# design 1

Design 1, metal layers overlaid:
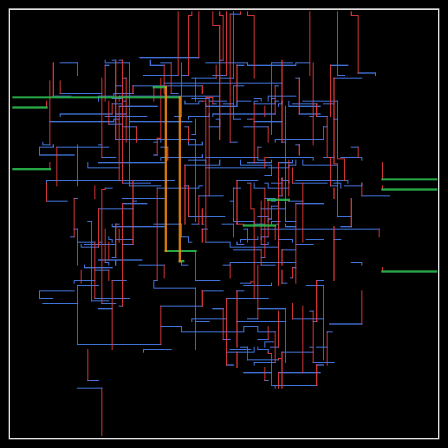

`config.mk`:
```
export PLATFORM = sky130hd
export DESIGN_NAME = operand_entry
export DESIGN_NICKNAME = d
export VERILOG_FILES = /design/src/rtl/operand_entry.sv
export SDC_FILE = /design/constraint.sdc
export NUM_CORES = 1
export LEC_CHECK = 0
export ABC_AREA = 1
export CAP_MARGIN = 10
export CORE_MARGIN = 4
export CORE_UTILIZATION = 45
export DETAILED_ROUTE_END_ITERATION = 8
export PLACE_DENSITY = 0.72
export RECOVER_POWER = 50
export SYNTH_ARGS = -nofsm -noshare
export SYNTH_HDL_FRONTEND = slang
export SYNTH_SLANG_ARGS = --single-unit
```
`constraint.sdc`:
```
create_clock -name clk -period 1.3 [get_ports clk]
set_clock_uncertainty 0.15 [all_clocks]
set_input_delay 0.26 -clock clk [delete_from_list [all_inputs] [get_ports clk]]
set_output_delay 0.26 -clock clk [all_outputs]
set_load 0.02 [all_outputs]
```
`src/rtl/operand_entry.sv`:
```
// rtl/operand_entry.sv - debounced enter/clear buttons load operands A then B from the switch bank
module operand_entry #(
  parameter int WIDTH           = 4,
  parameter int DEBOUNCE_CYCLES = 4
) (
  input  logic             clk,
  input  logic             rstn,
  input  logic [WIDTH-1:0] sw,
  input  logic             btn_enter,
  input  logic             btn_clear,
  output logic [WIDTH-1:0] A,
  output logic [WIDTH-1:0] B,
  output logic             a_valid,
  output logic             b_valid,
  output logic             ready
);

  localparam int CW = $clog2(DEBOUNCE_CYCLES) + 1;
  localparam logic [CW-1:0] CNT_LAST = CW'(DEBOUNCE_CYCLES - 1);

  typedef enum logic [1:0] {WAIT_A, WAIT_B, DONE} state_e;

  // Button chains are vectorised: bit 0 is enter, bit 1 is clear.
  logic [1:0]         raw;
  logic [1:0]         meta_q, meta_d;
  logic [1:0]         sync_q, sync_d;
  logic [1:0]         lvl_q, lvl_d;
  logic [1:0]         lvl_dly_q, lvl_dly_d;
  logic [1:0][CW-1:0] cnt_q, cnt_d;
  logic [1:0]         press;

  state_e             state_q, state_d;
  logic [WIDTH-1:0]   a_q, a_d, b_q, b_d;
  logic               av_q, av_d, bv_q, bv_d;
  logic               ready_q, ready_d;

  assign raw   = {btn_clear, btn_enter};
  assign press = lvl_q & ~lvl_dly_q;

  always_comb begin
    meta_d    = raw;
    sync_d    = meta_q;
    lvl_d     = lvl_q;
    lvl_dly_d = lvl_q;
    cnt_d     = '0;
    for (int i = 0; i < 2; i++) begin
      if (sync_q[i] != lvl_q[i]) begin
        if (cnt_q[i] == CNT_LAST) lvl_d[i] = sync_q[i];
        else cnt_d[i] = cnt_q[i] + CW'(1);
      end
    end
  end

  // Clear outranks enter when both pulses land in the same cycle.
  always_comb begin
    state_d = state_q;
    a_d     = a_q;
    b_d     = b_q;
    av_d    = av_q;
    bv_d    = bv_q;
    if (press[1]) begin
      a_d     = '0;
      b_d     = '0;
      av_d    = 1'b0;
      bv_d    = 1'b0;
      state_d = WAIT_A;
    end else if (press[0]) begin
      case (state_q)
        WAIT_A: begin
          a_d     = sw;
          av_d    = 1'b1;
          state_d = WAIT_B;
        end
        WAIT_B: begin
          b_d     = sw;
          bv_d    = 1'b1;
          state_d = DONE;
        end
        DONE: begin
          a_d     = sw;
          av_d    = 1'b1;
          b_d     = '0;
          bv_d    = 1'b0;
          state_d = WAIT_B;
        end
        default: state_d = WAIT_A;
      endcase
    end
    ready_d = (state_d == DONE);
  end

  always_ff @(posedge clk or negedge rstn) begin
    if (!rstn) begin
      meta_q    <= '0;
      sync_q    <= '0;
      lvl_q     <= '0;
      lvl_dly_q <= '0;
      cnt_q     <= '0;
      state_q   <= WAIT_A;
      a_q       <= '0;
      b_q       <= '0;
      av_q      <= 1'b0;
      bv_q      <= 1'b0;
      ready_q   <= 1'b0;
    end else begin
      meta_q    <= meta_d;
      sync_q    <= sync_d;
      lvl_q     <= lvl_d;
      lvl_dly_q <= lvl_dly_d;
      cnt_q     <= cnt_d;
      state_q   <= state_d;
      a_q       <= a_d;
      b_q       <= b_d;
      av_q      <= av_d;
      bv_q      <= bv_d;
      ready_q   <= ready_d;
    end
  end

  assign A       = a_q;
  assign B       = b_q;
  assign a_valid = av_q;
  assign b_valid = bv_q;
  assign ready   = ready_q;

endmodule
```
# design 2

## config.mk

```make
export PLATFORM = sky130hd
export DESIGN_NAME = bg_deduction_seq
export DESIGN_NICKNAME = d
export VERILOG_FILES = /design/src/rtl/bg_deduction_seq.sv
export SDC_FILE = /design/constraint.sdc
export NUM_CORES = 1
export LEC_CHECK = 0
export CAP_MARGIN = 20
export CORE_AREA = 2 2 118 166
export CTS_BUF_LIST = sky130_fd_sc_hd__clkbuf_4 sky130_fd_sc_hd__clkbuf_8
export CTS_CLUSTER_SIZE = 12
export DETAILED_ROUTE_END_ITERATION = 8
export DIE_AREA = 0 0 120 168
export GPL_TIMING_DRIVEN = 0
export PLACE_DENSITY = 0.67
export REMOVE_ABC_BUFFERS = 1
export SYNTH_ARGS = -nofsm -noshare
export SYNTH_HDL_FRONTEND = slang
export SYNTH_SLANG_ARGS = --single-unit
```

## constraint.sdc

```tcl
create_clock -name clk -period 10.1 [get_ports clk]
set_clock_uncertainty 0.2 [all_clocks]
set_input_delay 2.02 -clock clk [delete_from_list [all_inputs] [get_ports clk]]
set_output_delay 2.02 -clock clk [all_outputs]
set_load 0.1 [all_outputs]
```

## src/rtl/bg_deduction_seq.sv

```systemverilog
// bg_deduction_seq: transmit-side sequencer for background deduction.
// Once accumulation finishes it reads the first BG_BINS RAM bins and averages
// them into a background level. It then streams all POINTS bins with that
// level subtracted, saturating at zero. Finally it waits for the downstream
// monitor's completion pulse, or times out.
//
// Ports:
//   clk, rst           clock, asynchronous active-high reset
//   start              one-cycle pulse, begin a frame (honoured only in IDLE)
//   rd_en, rd_addr     RAM read request
//   rd_data            RAM read data, valid RD_LAT cycles after rd_en
//   BG_Deduction_EN    enable to the downstream monitor (STREAM..WAIT_DONE)
//   data_out           background-subtracted bin
//   data_valid_out     data_out qualifier, one contiguous POINTS-long burst
//   BG_Deduction_Done  completion pulse from downstream (honoured in WAIT_DONE)
//   bg_value           background mean latched for the current frame
//   busy               state != IDLE
//   done               one-cycle frame-complete pulse
//   err_timeout        sticky, set when Done is not returned within TIMEOUT
module bg_deduction_seq #(
    parameter int unsigned DW      = 32,
    parameter int unsigned AW      = 9,
    parameter int unsigned POINTS  = 512,
    parameter int unsigned BG_LOG2 = 4,
    parameter int unsigned RD_LAT  = 2,
    parameter int unsigned TIMEOUT = 64
) (
    input  logic          clk,
    input  logic          rst,
    input  logic          start,
    output logic          rd_en,
    output logic [AW-1:0] rd_addr,
    input  logic [DW-1:0] rd_data,
    output logic          BG_Deduction_EN,
    output logic [DW-1:0] data_out,
    output logic          data_valid_out,
    input  logic          BG_Deduction_Done,
    output logic [DW-1:0] bg_value,
    output logic          busy,
    output logic          done,
    output logic          err_timeout
);

    localparam int unsigned BG_BINS = 1 << BG_LOG2;
    localparam int unsigned SW      = DW + BG_LOG2;
    localparam int unsigned TW      = $clog2(TIMEOUT + 1);

    typedef enum logic [2:0] {
        S_IDLE,
        S_BG_RD,
        S_BG_WAIT,
        S_STREAM,
        S_DRAIN,
        S_WAIT_DONE
    } state_t;

    state_t            state_q, state_d;
    logic              rd_en_q, rd_en_d;
    logic [AW-1:0]     addr_q, addr_d;
    logic [RD_LAT-1:0] vld_q, vld_d;
    logic [SW-1:0]     sum_q, sum_d;
    logic [DW-1:0]     bg_q, bg_d;
    logic              en_q, en_d;
    logic [DW-1:0]     dout_q, dout_d;
    logic              dv_q, dv_d;
    logic [TW-1:0]     tmo_q, tmo_d;
    logic              done_q, done_d;
    logic              err_q, err_d;
    logic              busy_q, busy_d;
    logic              rd_vld;

    // Read-valid delay line: bit RD_LAT-1 marks rd_data as valid this cycle.
    assign vld_d  = (vld_q << 1) | RD_LAT'(rd_en_q);
    assign rd_vld = vld_q[RD_LAT-1];

    // State and datapath registers.
    always_ff @(posedge clk or posedge rst) begin
        if (rst) begin
            state_q <= S_IDLE;
            rd_en_q <= 1'b0;
            addr_q  <= '0;
            vld_q   <= '0;
            sum_q   <= '0;
            bg_q    <= '0;
            en_q    <= 1'b0;
            dout_q  <= '0;
            dv_q    <= 1'b0;
            tmo_q   <= '0;
            done_q  <= 1'b0;
            err_q   <= 1'b0;
            busy_q  <= 1'b0;
        end else begin
            state_q <= state_d;
            rd_en_q <= rd_en_d;
            addr_q  <= addr_d;
            vld_q   <= vld_d;
            sum_q   <= sum_d;
            bg_q    <= bg_d;
            en_q    <= en_d;
            dout_q  <= dout_d;
            dv_q    <= dv_d;
            tmo_q   <= tmo_d;
            done_q  <= done_d;
            err_q   <= err_d;
            busy_q  <= busy_d;
        end
    end

    // Next-state and output logic.
    always_comb begin
        state_d = state_q;
        rd_en_d = 1'b0;
        addr_d  = addr_q;
        sum_d   = sum_q;
        bg_d    = bg_q;
        en_d    = en_q;
        dout_d  = dout_q;
        dv_d    = 1'b0;
        tmo_d   = '0;
        done_d  = 1'b0;
        err_d   = err_q;

        // Background reads may still be landing after the last one is issued.
        if (rd_vld && (state_q == S_BG_RD || state_q == S_BG_WAIT)) begin
            sum_d = sum_q + SW'(rd_data);
        end

        // Stream reads land in STREAM and, for the tail, in DRAIN.
        if (rd_vld && (state_q == S_STREAM || state_q == S_DRAIN)) begin
            dv_d   = 1'b1;
            dout_d = (rd_data > bg_q) ? (rd_data - bg_q) : '0;
        end

        case (state_q)
            S_IDLE: begin
                if (start) begin
                    state_d = S_BG_RD;
                    rd_en_d = 1'b1;
                    addr_d  = '0;
                end
            end
            S_BG_RD: begin
                if (addr_q == AW'(BG_BINS - 1)) begin
                    state_d = S_BG_WAIT;
                end else begin
                    rd_en_d = 1'b1;
                    addr_d  = addr_q + AW'(1);
                end
            end
            S_BG_WAIT: begin
                // Empty delay line means the final background word is in sum_q.
                if (vld_q == '0) begin
                    bg_d    = DW'(sum_q >> BG_LOG2);
                    sum_d   = '0;
                    state_d = S_STREAM;
                    rd_en_d = 1'b1;
                    addr_d  = '0;
                    en_d    = 1'b1;
                end
            end
            S_STREAM: begin
                if (addr_q == AW'(POINTS - 1)) begin
                    state_d = S_DRAIN;
                end else begin
                    rd_en_d = 1'b1;
                    addr_d  = addr_q + AW'(1);
                end
            end
            S_DRAIN: begin
                // Last valid is on data_out now; it drops as we leave.
                if (vld_q == '0) begin
                    state_d = S_WAIT_DONE;
                end
            end
            S_WAIT_DONE: begin
                if (BG_Deduction_Done) begin
                    done_d  = 1'b1;
                    en_d    = 1'b0;
                    state_d = S_IDLE;
                end else if (tmo_q == TW'(TIMEOUT - 1)) begin
                    err_d   = 1'b1;
                    done_d  = 1'b1;
                    en_d    = 1'b0;
                    state_d = S_IDLE;
                end else begin
                    tmo_d = tmo_q + TW'(1);
                end
            end
            default: begin
                state_d = S_IDLE;
            end
        endcase

        busy_d = (state_d != S_IDLE);
    end

    assign rd_en           = rd_en_q;
    assign rd_addr         = addr_q;
    assign BG_Deduction_EN = en_q;
    assign data_out        = dout_q;
    assign data_valid_out  = dv_q;
    assign bg_value        = bg_q;
    assign busy            = busy_q;
    assign done            = done_q;
    assign err_timeout     = err_q;

endmodule

```

# design 3

### config.mk
export PLATFORM = sky130hd
export DESIGN_NAME = match_capture
export DESIGN_NICKNAME = d
export VERILOG_FILES = /design/src/rtl/match_capture.sv
export SDC_FILE = /design/constraint.sdc
export NUM_CORES = 1
export LEC_CHECK = 0
export ABC_AREA = 1
export CORE_MARGIN = 3
export CORE_UTILIZATION = 40
export CTS_CLUSTER_DIAMETER = 150
export DETAILED_ROUTE_END_ITERATION = 6
export SLEW_MARGIN = 30
export SYNTH_ARGS = -nofsm -noshare
export SYNTH_HDL_FRONTEND = slang
export SYNTH_HIERARCHICAL = 1
export SYNTH_SLANG_ARGS = --single-unit
### constraint.sdc
create_clock -name clk -period 4.3 [get_ports clk]
set_input_delay 0.43 -clock clk [delete_from_list [all_inputs] [get_ports clk]]
set_output_delay 0.43 -clock clk [all_outputs]
set_load 0.01 [all_outputs]
### src/rtl/match_capture.sv
// Match/sample capture: ORs LANES result words, masks against a programmable target,
// and queues hits and one-shot samples into a first-word-fall-through FIFO for the host.

module mc_lane_or #(
  parameter int W = 32
) (
  input  logic [W-1:0] acc_in,
  input  logic [W-1:0] lane,
  output logic [W-1:0] acc_out
);
  assign acc_out = acc_in | lane;
endmodule

module match_capture #(
  parameter int ID         = 0,
  parameter int LANES      = 4,
  parameter int DATA_W     = 20,
  parameter int DEPTH      = 16,
  parameter int RESET_MASK = 32
) (
  input  logic                  clk,
  input  logic                  rst_n,
  input  logic [LANES*32-1:0]   result,
  input  logic                  result_valid,
  input  logic [DATA_W-1:0]     data,
  input  logic [4:0]            cycle,
  input  logic                  cmd_strobe,
  input  logic [19:0]           cmd,
  input  logic [2:0]            opcode,
  output logic                  out_valid,
  input  logic                  out_ready,
  output logic [DATA_W+7:0]     out_data,
  output logic [7:0]            drop_count
);
  localparam int AW     = $clog2(DEPTH);
  localparam int STAGES = 2;
  localparam logic [5:0] RST_LEN = 6'(RESET_MASK);

  typedef struct packed {
    logic [31:0]       r;
    logic [4:0]        cyc;
    logic [DATA_W-1:0] data;
  } res_t;

  typedef struct packed {
    logic              ovf;
    logic              sample;
    logic              match;
    logic [4:0]        cyc;
    logic [DATA_W-1:0] data;
  } entry_t;

  // Lengths above 32 clamp; length 0 gives an all-zero mask so every result matches.
  function automatic logic [31:0] len2mask(input logic [5:0] len);
    logic [5:0] l;
    l = (len > 6'd32) ? 6'd32 : len;
    return (l == 6'd0) ? 32'h0 : (32'hFFFF_FFFF << (6'd32 - l));
  endfunction

  // ---------------- command path ----------------
  logic [2:0]  strb_sync;
  logic        cmd_det, cmd_vld;
  logic [15:0] cmd_q;
  logic [2:0]  op_q;
  wire         unused_cmd_hi = ^cmd[19:16];

  assign cmd_det = strb_sync[1] ^ strb_sync[2];

  always_ff @(posedge clk or negedge rst_n) begin
    if (!rst_n) begin
      strb_sync <= '0;
      cmd_vld   <= 1'b0;
      cmd_q     <= '0;
      op_q      <= '0;
    end else begin
      strb_sync <= {strb_sync[1:0], cmd_strobe};
      cmd_vld   <= cmd_det;
      if (cmd_det) begin
        cmd_q <= cmd[15:0];
        op_q  <= opcode;
      end
    end
  end

  logic [31:0] target, mask;
  logic        armed;
  logic [4:0]  arm_cycle;
  logic        arm_wr, sample_hit, hit;

  assign arm_wr = cmd_vld && (op_q == 3'd7) && (cmd_q[15:8] == 8'(ID));

  always_ff @(posedge clk or negedge rst_n) begin
    if (!rst_n) begin
      target    <= '0;
      mask      <= len2mask(RST_LEN);
      armed     <= 1'b0;
      arm_cycle <= '0;
    end else begin
      if (cmd_vld) begin
        case (op_q)
          3'd0:    target[15:0]  <= cmd_q;
          3'd1:    target[31:16] <= cmd_q;
          3'd2:    mask          <= len2mask(cmd_q[5:0]);
          default: ;
        endcase
      end
      // A re-arm landing on the sampling cycle takes priority over the auto-disarm.
      if (arm_wr) begin
        arm_cycle <= cmd_q[4:0];
        armed     <= cmd_q[6];
      end else if (sample_hit) begin
        armed <= 1'b0;
      end
    end
  end

  // ---------------- match pipeline ----------------
  logic [LANES:0][31:0] or_chain;
  assign or_chain[0] = '0;

  for (genvar i = 0; i < LANES; i++) begin : g_lane
    mc_lane_or #(.W(32)) u_or (
      .acc_in  (or_chain[i]),
      .lane    (result[32*i +: 32]),
      .acc_out (or_chain[i+1])
    );
  end

  logic [STAGES:1] vld_pipe;
  res_t            s1, s2;

  always_ff @(posedge clk or negedge rst_n) begin
    if (!rst_n) begin
      vld_pipe <= '0;
      s1       <= '0;
      s2       <= '0;
    end else begin
      vld_pipe <= {vld_pipe[STAGES-1:1], result_valid};
      s1       <= '{r: or_chain[LANES], cyc: cycle, data: data};
      s2       <= s1;
    end
  end

  assign hit        = vld_pipe[STAGES] && ((s2.r & mask) == (target & mask));
  assign sample_hit = vld_pipe[STAGES] && armed && (s2.cyc == arm_cycle);

  // ---------------- capture FIFO ----------------
  entry_t      mem [DEPTH];
  logic [AW:0] wptr, rptr;
  logic        empty, full, push, pop, accept, drop, ovf_pending;
  entry_t      new_e;

  assign empty  = (wptr == rptr);
  assign full   = (wptr[AW] != rptr[AW]) && (wptr[AW-1:0] == rptr[AW-1:0]);
  assign push   = hit | sample_hit;
  assign pop    = !empty && out_ready;
  assign accept = push && (!full || pop);
  assign drop   = push && full && !pop;
  assign new_e  = '{ovf: ovf_pending, sample: sample_hit, match: hit,
                    cyc: s2.cyc, data: s2.data};

  always_ff @(posedge clk) begin
    if (accept) mem[wptr[AW-1:0]] <= new_e;
  end

  always_ff @(posedge clk or negedge rst_n) begin
    if (!rst_n) begin
      wptr        <= '0;
      rptr        <= '0;
      ovf_pending <= 1'b0;
      drop_count  <= '0;
    end else begin
      if (accept) wptr <= wptr + 1'b1;
      if (pop)    rptr <= rptr + 1'b1;
      // The first entry accepted after a loss carries the overflow flag.
      if (accept)    ovf_pending <= 1'b0;
      else if (drop) ovf_pending <= 1'b1;
      if (drop && drop_count != 8'hFF) drop_count <= drop_count + 8'd1;
    end
  end

  assign out_valid = !empty;
  assign out_data  = empty ? '0 : mem[rptr[AW-1:0]];

endmodule

# design 4

==> src/rtl/flt_pkg.sv <==
// flt_pkg: shared widths, FSM states and NumCoef range check for the FLT config sequencer
package flt_pkg;
    localparam int ADDR_WIDTH = 5;
    localparam int MEM_WIDTH = 32;
    localparam int IN_WIDTH = 24;
    typedef enum logic [2:0] {IDLE, LOAD, CHK, FLUSH, DONE, ERR} state_e;
    function automatic logic num_ok(input logic [ADDR_WIDTH:0] n);
        return n != '0 && n <= {1'b1, {ADDR_WIDTH{1'b0}}};
    endfunction
endpackage

==> src/rtl/flt_cfg_cnt.sv <==
// flt_cfg_cnt: loadable down-counter that saturates at zero and flags it
module flt_cfg_cnt #(
    parameter int W = 7
) (
    input  logic         clk,
    input  logic         rst,
    input  logic         ld,
    input  logic [W-1:0] ld_val,
    output logic         zero
);
    logic [W-1:0] cnt_q, cnt_d;
    assign zero = cnt_q == '0;
    always_comb cnt_d = ld ? ld_val : zero ? cnt_q : cnt_q - W'(1);
    always_ff @(posedge clk) cnt_q <= rst ? '0 : cnt_d;
endmodule

==> src/rtl/flt_cfg_seq.sv <==
// flt_cfg_seq: FLT coefficient-load sequencer with sample mute and flush; FLT_CFG_CHKSUM_EN adds a trailing checksum word
module flt_cfg_seq
    import flt_pkg::*;
#(
    parameter int FLUSH_CYC   = 32,
    parameter int TIMEOUT_CYC = 64
) (
    input  logic                  Clk_CI,
    input  logic                  Rst_RI,
    input  logic                  Start_SI,
    input  logic [ADDR_WIDTH:0]   NumCoef_DI,
    input  logic                  Cof_Valid_SI,
    input  logic [MEM_WIDTH-1:0]  Cof_Data_DI,
    output logic                  Cof_Ready_SO,
    input  logic [IN_WIDTH-1:0]   Smp_In_DI,
    output logic                  WrEn_SO,
    output logic [ADDR_WIDTH-1:0] Addr_DO,
    output logic [MEM_WIDTH-1:0]  PAR_Out_DO,
    output logic [IN_WIDTH-1:0]   FLT_In_DO,
    output logic                  Busy_SO,
    output logic                  Done_SO,
    output logic                  Err_SO
);
    localparam int TW = $clog2(TIMEOUT_CYC + 1);
    localparam int FW = $clog2(FLUSH_CYC + 1);
    state_e state_q, state_d;
    logic [ADDR_WIDTH:0] idx_q, idx_d, num_q, num_d;
    logic [ADDR_WIDTH-1:0] addr_q, addr_d;
    logic [MEM_WIDTH-1:0] par_q, par_d;
    logic [IN_WIDTH-1:0] flt_in_q, flt_in_d;
    logic ready_q, ready_d, wr_q, wr_d, busy_q, busy_d, done_q, done_d, err_q, err_d;
    logic fire, all_in, to_ld, to_zero, fl_zero, chk_ok;
    assign fire = Cof_Valid_SI & ready_q;
    assign all_in = idx_q == num_q;
    // The idle timer rearms on every transfer and whenever the stream is not being waited on.
    assign to_ld = fire | (state_q == LOAD ? all_in : state_q != CHK);
    flt_cfg_cnt #(.W(TW)) u_timeout (
        .clk(Clk_CI), .rst(Rst_RI), .ld(to_ld), .ld_val(TW'(TIMEOUT_CYC - 1)), .zero(to_zero)
    );
    flt_cfg_cnt #(.W(FW)) u_flush (
        .clk(Clk_CI), .rst(Rst_RI), .ld(state_q != FLUSH), .ld_val(FW'(FLUSH_CYC - 1)), .zero(fl_zero)
    );
`ifdef FLT_CFG_CHKSUM_EN
    localparam state_e LOAD_NEXT = CHK;
    logic [MEM_WIDTH-1:0] sum_q, sum_d;
    assign sum_d = state_q == IDLE ? '0 : (fire && state_q == LOAD) ? sum_q + Cof_Data_DI : sum_q;
    assign chk_ok = sum_q == Cof_Data_DI;
    always_ff @(posedge Clk_CI) sum_q <= Rst_RI ? '0 : sum_d;
`else
    localparam state_e LOAD_NEXT = FLUSH;
    assign chk_ok = 1'b1;
`endif
    always_ff @(posedge Clk_CI) begin
        if (Rst_RI) begin
            state_q  <= IDLE;
            idx_q    <= '0;
            num_q    <= '0;
            ready_q  <= 1'b0;
            wr_q     <= 1'b0;
            addr_q   <= '0;
            par_q    <= '0;
            flt_in_q <= '0;
            busy_q   <= 1'b0;
            done_q   <= 1'b0;
            err_q    <= 1'b0;
        end else begin
            state_q  <= state_d;
            idx_q    <= idx_d;
            num_q    <= num_d;
            ready_q  <= ready_d;
            wr_q     <= wr_d;
            addr_q   <= addr_d;
            par_q    <= par_d;
            flt_in_q <= flt_in_d;
            busy_q   <= busy_d;
            done_q   <= done_d;
            err_q    <= err_d;
        end
    end
    always_comb begin
        state_d = state_q;
        case (state_q)
            IDLE:    if (Start_SI) state_d = num_ok(NumCoef_DI) ? LOAD : ERR;
            LOAD:    if (all_in) state_d = LOAD_NEXT; else if (!fire && to_zero) state_d = ERR;
            CHK:     if (fire) state_d = chk_ok ? FLUSH : ERR; else if (to_zero) state_d = ERR;
            FLUSH:   if (fl_zero) state_d = DONE;
            default: state_d = IDLE;
        endcase
    end
    // Outputs are registered from the next state so they line up with the state they describe.
    always_comb begin
        num_d    = (state_q == IDLE && Start_SI) ? NumCoef_DI : num_q;
        idx_d    = state_q == IDLE ? '0 : idx_q + (ADDR_WIDTH + 1)'(fire && state_q == LOAD);
        ready_d  = state_d == CHK || (state_d == LOAD && idx_d != num_d);
        wr_d     = fire && state_q == LOAD;
        addr_d   = idx_q[ADDR_WIDTH-1:0];
        par_d    = Cof_Data_DI;
        flt_in_d = state_d == IDLE ? Smp_In_DI : '0;
        busy_d   = state_d != IDLE;
        done_d   = state_d == DONE;
        err_d    = state_d == ERR || (err_q && !(state_q == IDLE && state_d == LOAD));
    end
    assign Cof_Ready_SO = ready_q;
    assign WrEn_SO      = wr_q;
    assign Addr_DO      = addr_q;
    assign PAR_Out_DO   = par_q;
    assign FLT_In_DO    = flt_in_q;
    assign Busy_SO      = busy_q;
    assign Done_SO      = done_q;
    assign Err_SO       = err_q;
endmodule

==> config.mk <==
export PLATFORM = sky130hd
export DESIGN_NAME = flt_cfg_seq
export DESIGN_NICKNAME = d
export VERILOG_FILES = /design/src/rtl/flt_pkg.sv /design/src/rtl/flt_cfg_cnt.sv /design/src/rtl/flt_cfg_seq.sv
export SDC_FILE = /design/constraint.sdc
export NUM_CORES = 1
export LEC_CHECK = 0
export ABC_AREA = 1
export ABC_CLOCK_PERIOD_IN_PS = 2700
export CAP_MARGIN = 20
export CORE_ASPECT_RATIO = 1.1
export CORE_UTILIZATION = 30
export CTS_CLUSTER_DIAMETER = 150
export DETAILED_ROUTE_END_ITERATION = 16
export PLACE_DENSITY = 0.6
export SYNTH_ARGS = -nofsm -noshare
export SYNTH_HDL_FRONTEND = slang
export SYNTH_SLANG_ARGS = --single-unit
==> constraint.sdc <==
create_clock -name Clk_CI -period 2.7 [get_ports Clk_CI]
set_input_delay 0.27 -clock Clk_CI [delete_from_list [all_inputs] [get_ports Clk_CI]]
set_output_delay 0.27 -clock Clk_CI [all_outputs]
set_load 0.01 [all_outputs]
Design 4, clock network drawn from the DEF:
Bar = 20 um.
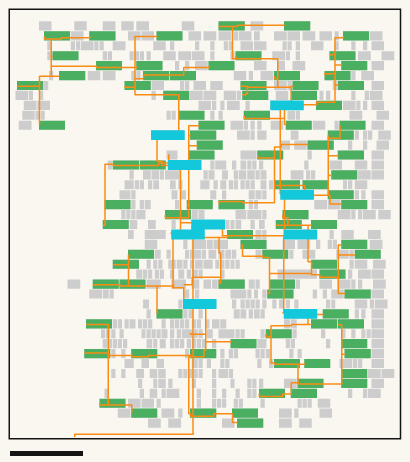
cyan -> clock-net drivers  # count 9
green -> flip-flops  # count 94
orange -> clock wires  # length 1080 um
flops lie = all over the die
routed clock nets = 10

==> flow_metrics.py, design 4 <==
# Flow results
metrics = {
    "placement": {
        "gp_congestion": 0.814,
        "hpwl_um": 6360,
    },
    "min_path": {
        "hold_class": "in -> reg",
    },
    "grt": {
        "met3_usage_pct": 2.66,
        "grt_max_degree": 62,
    },
    "pwr": {
        "power_leader": "registers",
        "p_switching_uw": 909,
        "clkPwrFrac_pct": 36.5,
        "clock_net_power_uw": 1260,
    },
    "logic_synthesis": {
        "syn_area_um2": 3620,
        "synth.distinct_cells": 32,
        "async_flop_share_pct": 0,
        "fp_nets": 559,
        "synth_area_per_cell_um2": 7.41,
        "synth_cells": 489,
    },
    "clocking": {
        "cts_htree_levels": 3,
        "clock-sinks": 94,
    },
    "routing": {
        "highest-signal-layer": "met4",
    },
    "final_timing": {
        "tns_ns": 0,
    },
    "worst_setup_path": {
        "cp-end-kind": "flip-flop",
        "crit_top_cell": "nand2_1",
    },
    "status": {
        "run_status": "completed",
    },
    "finish": {
        "drive_above_1_share_pct": 6.23,
        "stdcell_area_um2": 5370,
        "nMultiInputCombCells": 274,
    },
    "die": {
        "die_x_um": 107,
    },
}
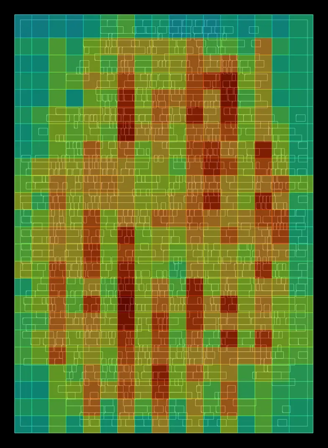
Design 2: routing congestion
met1 GRT Util: 28.1%
Avg WL per Cell: 16.9 um
grt peak-use layer: met2
met2 Track Usage GR: 38.2%

==> flow_metrics.py, design 2 <==
# Flow results
metrics = {
    "status": {
        "run_status": "completed",
    },
    "final_timing": {
        "final-setup-viol-count": 0,
        "fin_hold_ws_ns": 0.201,
        "finalClockPeriodUsage_pct": 54.2,
        "tns_ns": 0,
    },
    "worst_setup_path": {
        "cp_cell_sequence": "clkdlybuf4s50_1, inv_1, ha_1, inv_1, fa_1, a211oi_2, o211ai_2, a211oi_2, o21ai_1, o31a_1, a221oi_2, o21ai_4, a22o_1",
        "cp.required_ns": 10.24,
        "critical_path_buf_inv_count": 3,
        "reg2reg_depth": 11,
        "critical_path_arrival_ns": 5.61,
        "reg2reg_to": "data_out[27]",
    },
    "die": {
        "die_h_um": 168,
    },
    "routing": {
        "drtAntennaViolNets": 0,
        "wl_met1_um": 9780,
    },
    "logic_synthesis": {
        "yosysSeqAreaShare_pct": 38.4,
        "ys_sh_mux_pct": 0.483,
        "top_cell": "nand2_1",
        "synth.distinct_cells": 62,
    },
    "finish": {
        "logic_area_um2": 4740,
        "top_register": "sum_q",
        "post-route-util_pct": 53.8,
        "nonClkBufAreaFrac_pct": 12.1,
    },
    "clocking": {
        "clockBufferDepth": 2,
        "cts_root_buf": "clkbuf_8",
        "clkLatencyLatePin_ns": 0.46,
    },
    "placement": {
        "postPlaceCellArea_um2": 9680,
        "gp_congestion": 0.854,
    },
    "pwr": {
        "p_per_area_nw_per_um2": 324,
    },
}
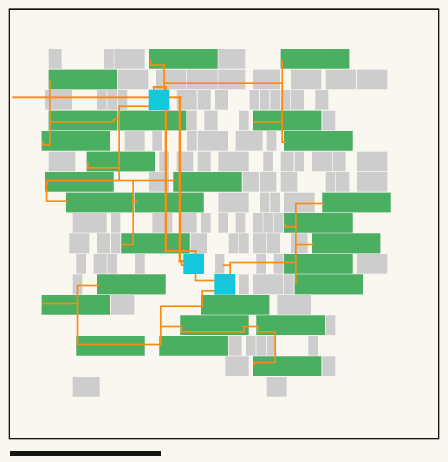
Design 1: clock network drawn from the DEF
Bar = 20 um.
orange -> clock wires  # length 287 um
cyan -> clock-net drivers  # count 3
green -> flip-flops  # count 27
routed clock nets = 4
Clock group: 345 uW
clk latency late pin: 0.32 ns

## Picture notes: 'metal layers overlaid' of design 1
blue -> M1  # wire length 771 um
red -> M2  # wire length 854 um
green -> M3  # wire length 65.3 um
orange -> M4  # wire length 43.5 um

==> flow_metrics.py, design 1 <==
# Flow results
metrics = {
    "clocking": {
        "cts_root_buf": "clkbuf_4",
        "numCtsBuffers": 3,
        "clock-sinks": 27,
    },
    "worst_setup_path": {
        "worstPathMaxFanout": 2,
        "path_delay_family": "flip-flops",
    },
    "logic_synthesis": {
        "edf_count": 0,
        "top_cell": "nand2_1",
        "xor_area_share_pct": 1.63,
        "area_leaders": "dfrtp_1 63%, nand2_1 10%, nand3_1 6.1%, nor2_4 4.2%, nand2_2 2.9%",
        "ys_sh_mux_pct": 0,
    },
    "status": {
        "run_status": "completed",
    },
    "finish": {
        "nonClkBufAreaFrac_pct": 16.9,
        "nClkBuffers": 4,
        "seqCellArea_um2": 676,
        "top_register": "cnt_q",
    },
    "run": {
        "maxCapViolations": 0,
    },
    "grt": {
        "grt_pass1_wl_um": 3220,
        "grt_max_degree": 28,
        "grt_use_total_pct": 13.0,
    },
    "pwr": {
        "p_per_area_nw_per_um2": 2370,
    },
    "routing": {
        "vias": 744,
        "first_pass_iters": 4,
    },
    "placement": {
        "gp_congestion": 0.738,
    },
    "die": {
        "tap_cells": 28,
    },
}
Design 3, PDN straps and rails:
Bar = 100 um. Pins as bars on the die edge.
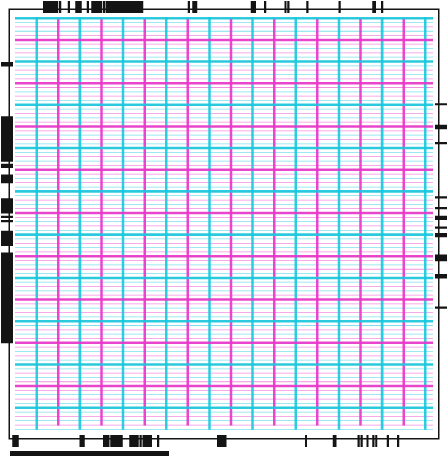
magenta -> VDD
cyan -> VSS
signal pins = 218
rows = 95
met1 rails = 96
met4 straps = 19

Design 3, routing congestion:
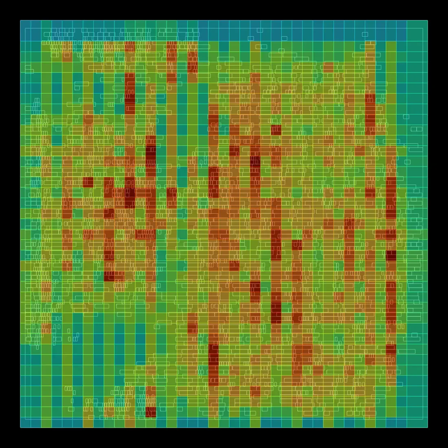
met2 Track Usage GR: 30.6%
Avg WL per Cell: 17.6 um
grt peak-use layer: met2
GRT Overall Usage: 18.0%

==> flow_metrics.py, design 3 <==
# Flow results
metrics = {
    "status": {
        "run_status": "completed",
    },
    "min_path": {
        "hold_class": "in -> reg",
    },
    "logic_synthesis": {
        "syn_area_um2": 27700,
        "yosysSeqAreaShare_pct": 69.4,
    },
    "clocking": {
        "postCtsHoldBufs": 1,
        "numCtsBuffers": 74,
    },
    "finish": {
        "layout.cells.most_common": "edfxtp_1",
        "logic_area_um2": 6700,
        "stdcell_area_um2": 33500,
        "nClkBuffers": 103,
        "stdcell_count": 3704,
    },
    "worst_setup_path": {
        "path_delay_family": "buffers and inverters",
        "rrSetupSlack_ns": 1.27,
        "worst_path_largest_cell_delay_ns": 0.74,
    },
    "die": {
        "tap_cells": 921,
        "initial_core_util_pct": 40.8,
    },
    "placement": {
        "place_ws_ns": 0.994,
    },
    "run": {
        "warnings": 40,
    },
    "grt": {
        "met1_usage_pct": 22.8,
        "grt_pass1_vias": 17700,
    },
    "final_timing": {
        "rsz0062_at_grt": "no",
    },
    "pwr": {
        "finalPower_uw": 19600,
    },
}

==> gallery <==
Metal layers overlaid.
image #1
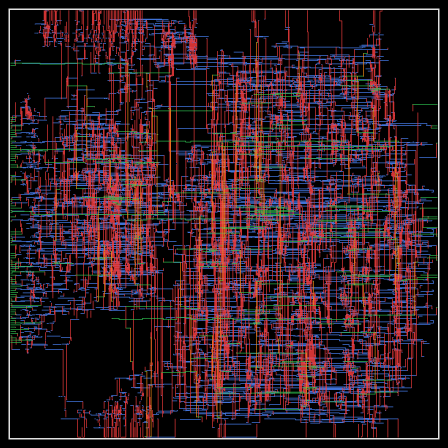
image #2
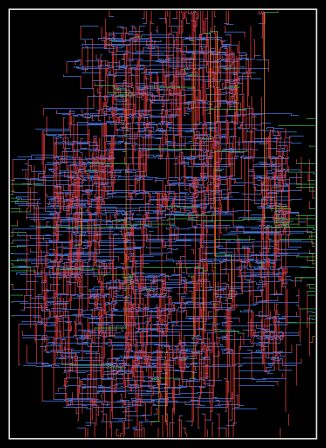
image #3
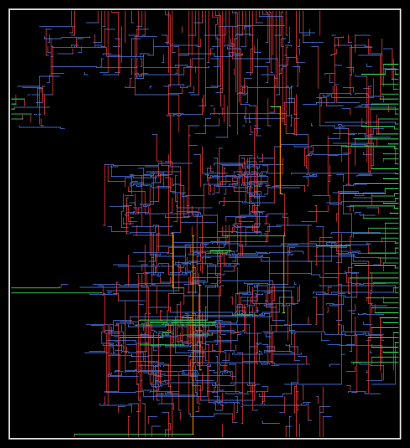
- most wire: image #1
- least wire: image #3
image #2: design 2
image #3: design 4
image #1: design 3



==> notes/layouts.md <==
Pictures saved along the way, in no particular order.

Placed cells, one colour a class.
panel A
Bar = 20 um.
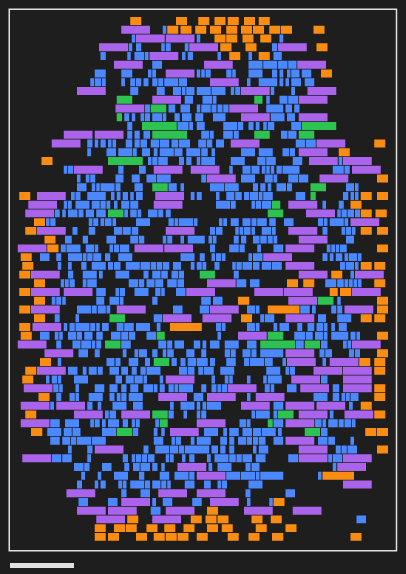
panel B
Bar = 20 um.
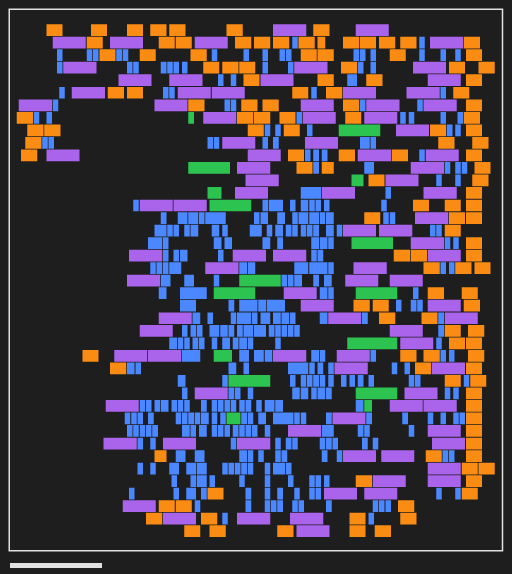
panel C
Bar = 100 um.
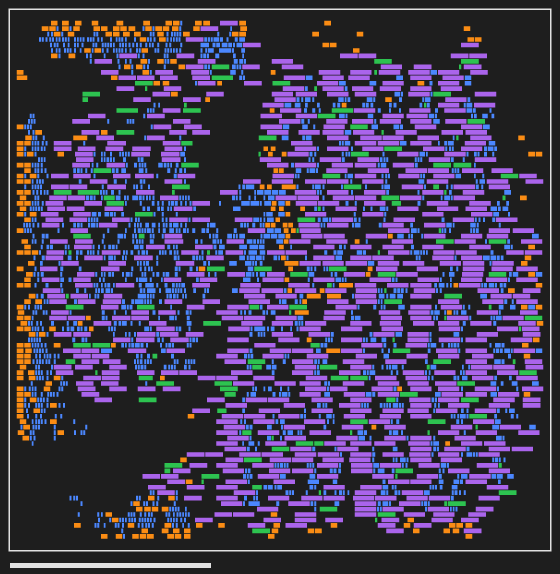
panel D
Bar = 20 um.
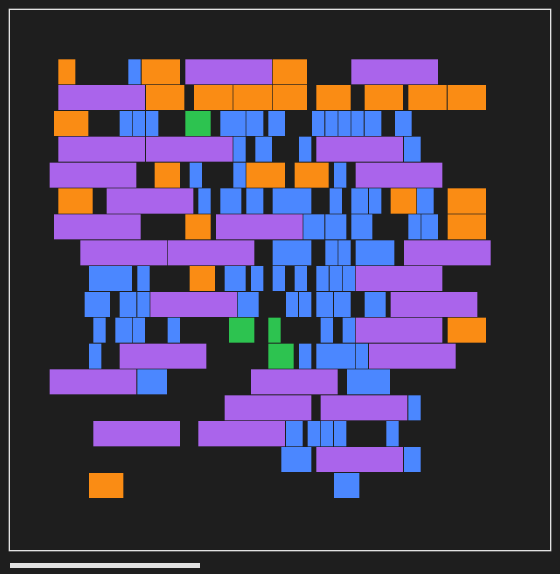
The one with the most cells is panel C.
The one with the fewest cells is panel D.
Design 1 is panel D.
Design 2 is panel A.
Design 3 is panel C.
Design 4 is panel B.


## Gallery

PDN straps and rails.
Bar = 20 um. Pins as bars on the die edge.
picture 1
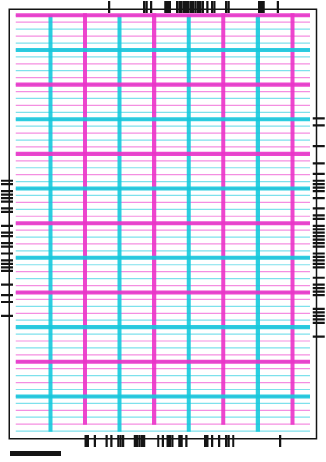
picture 2
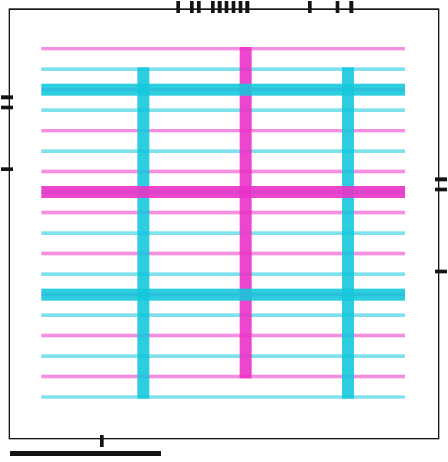
picture 3
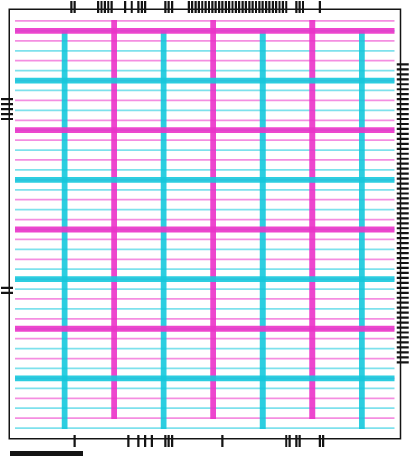
picture 3 -> design 4
picture 2 -> design 1
picture 1 -> design 2

Key to picture 3:
magenta -> VDD
cyan -> VSS
met1 rails = 42
signal pins = 132
rows = 41
met4 straps = 7

Power figures rest on the tool's default switching activity, not on a simulated workload.
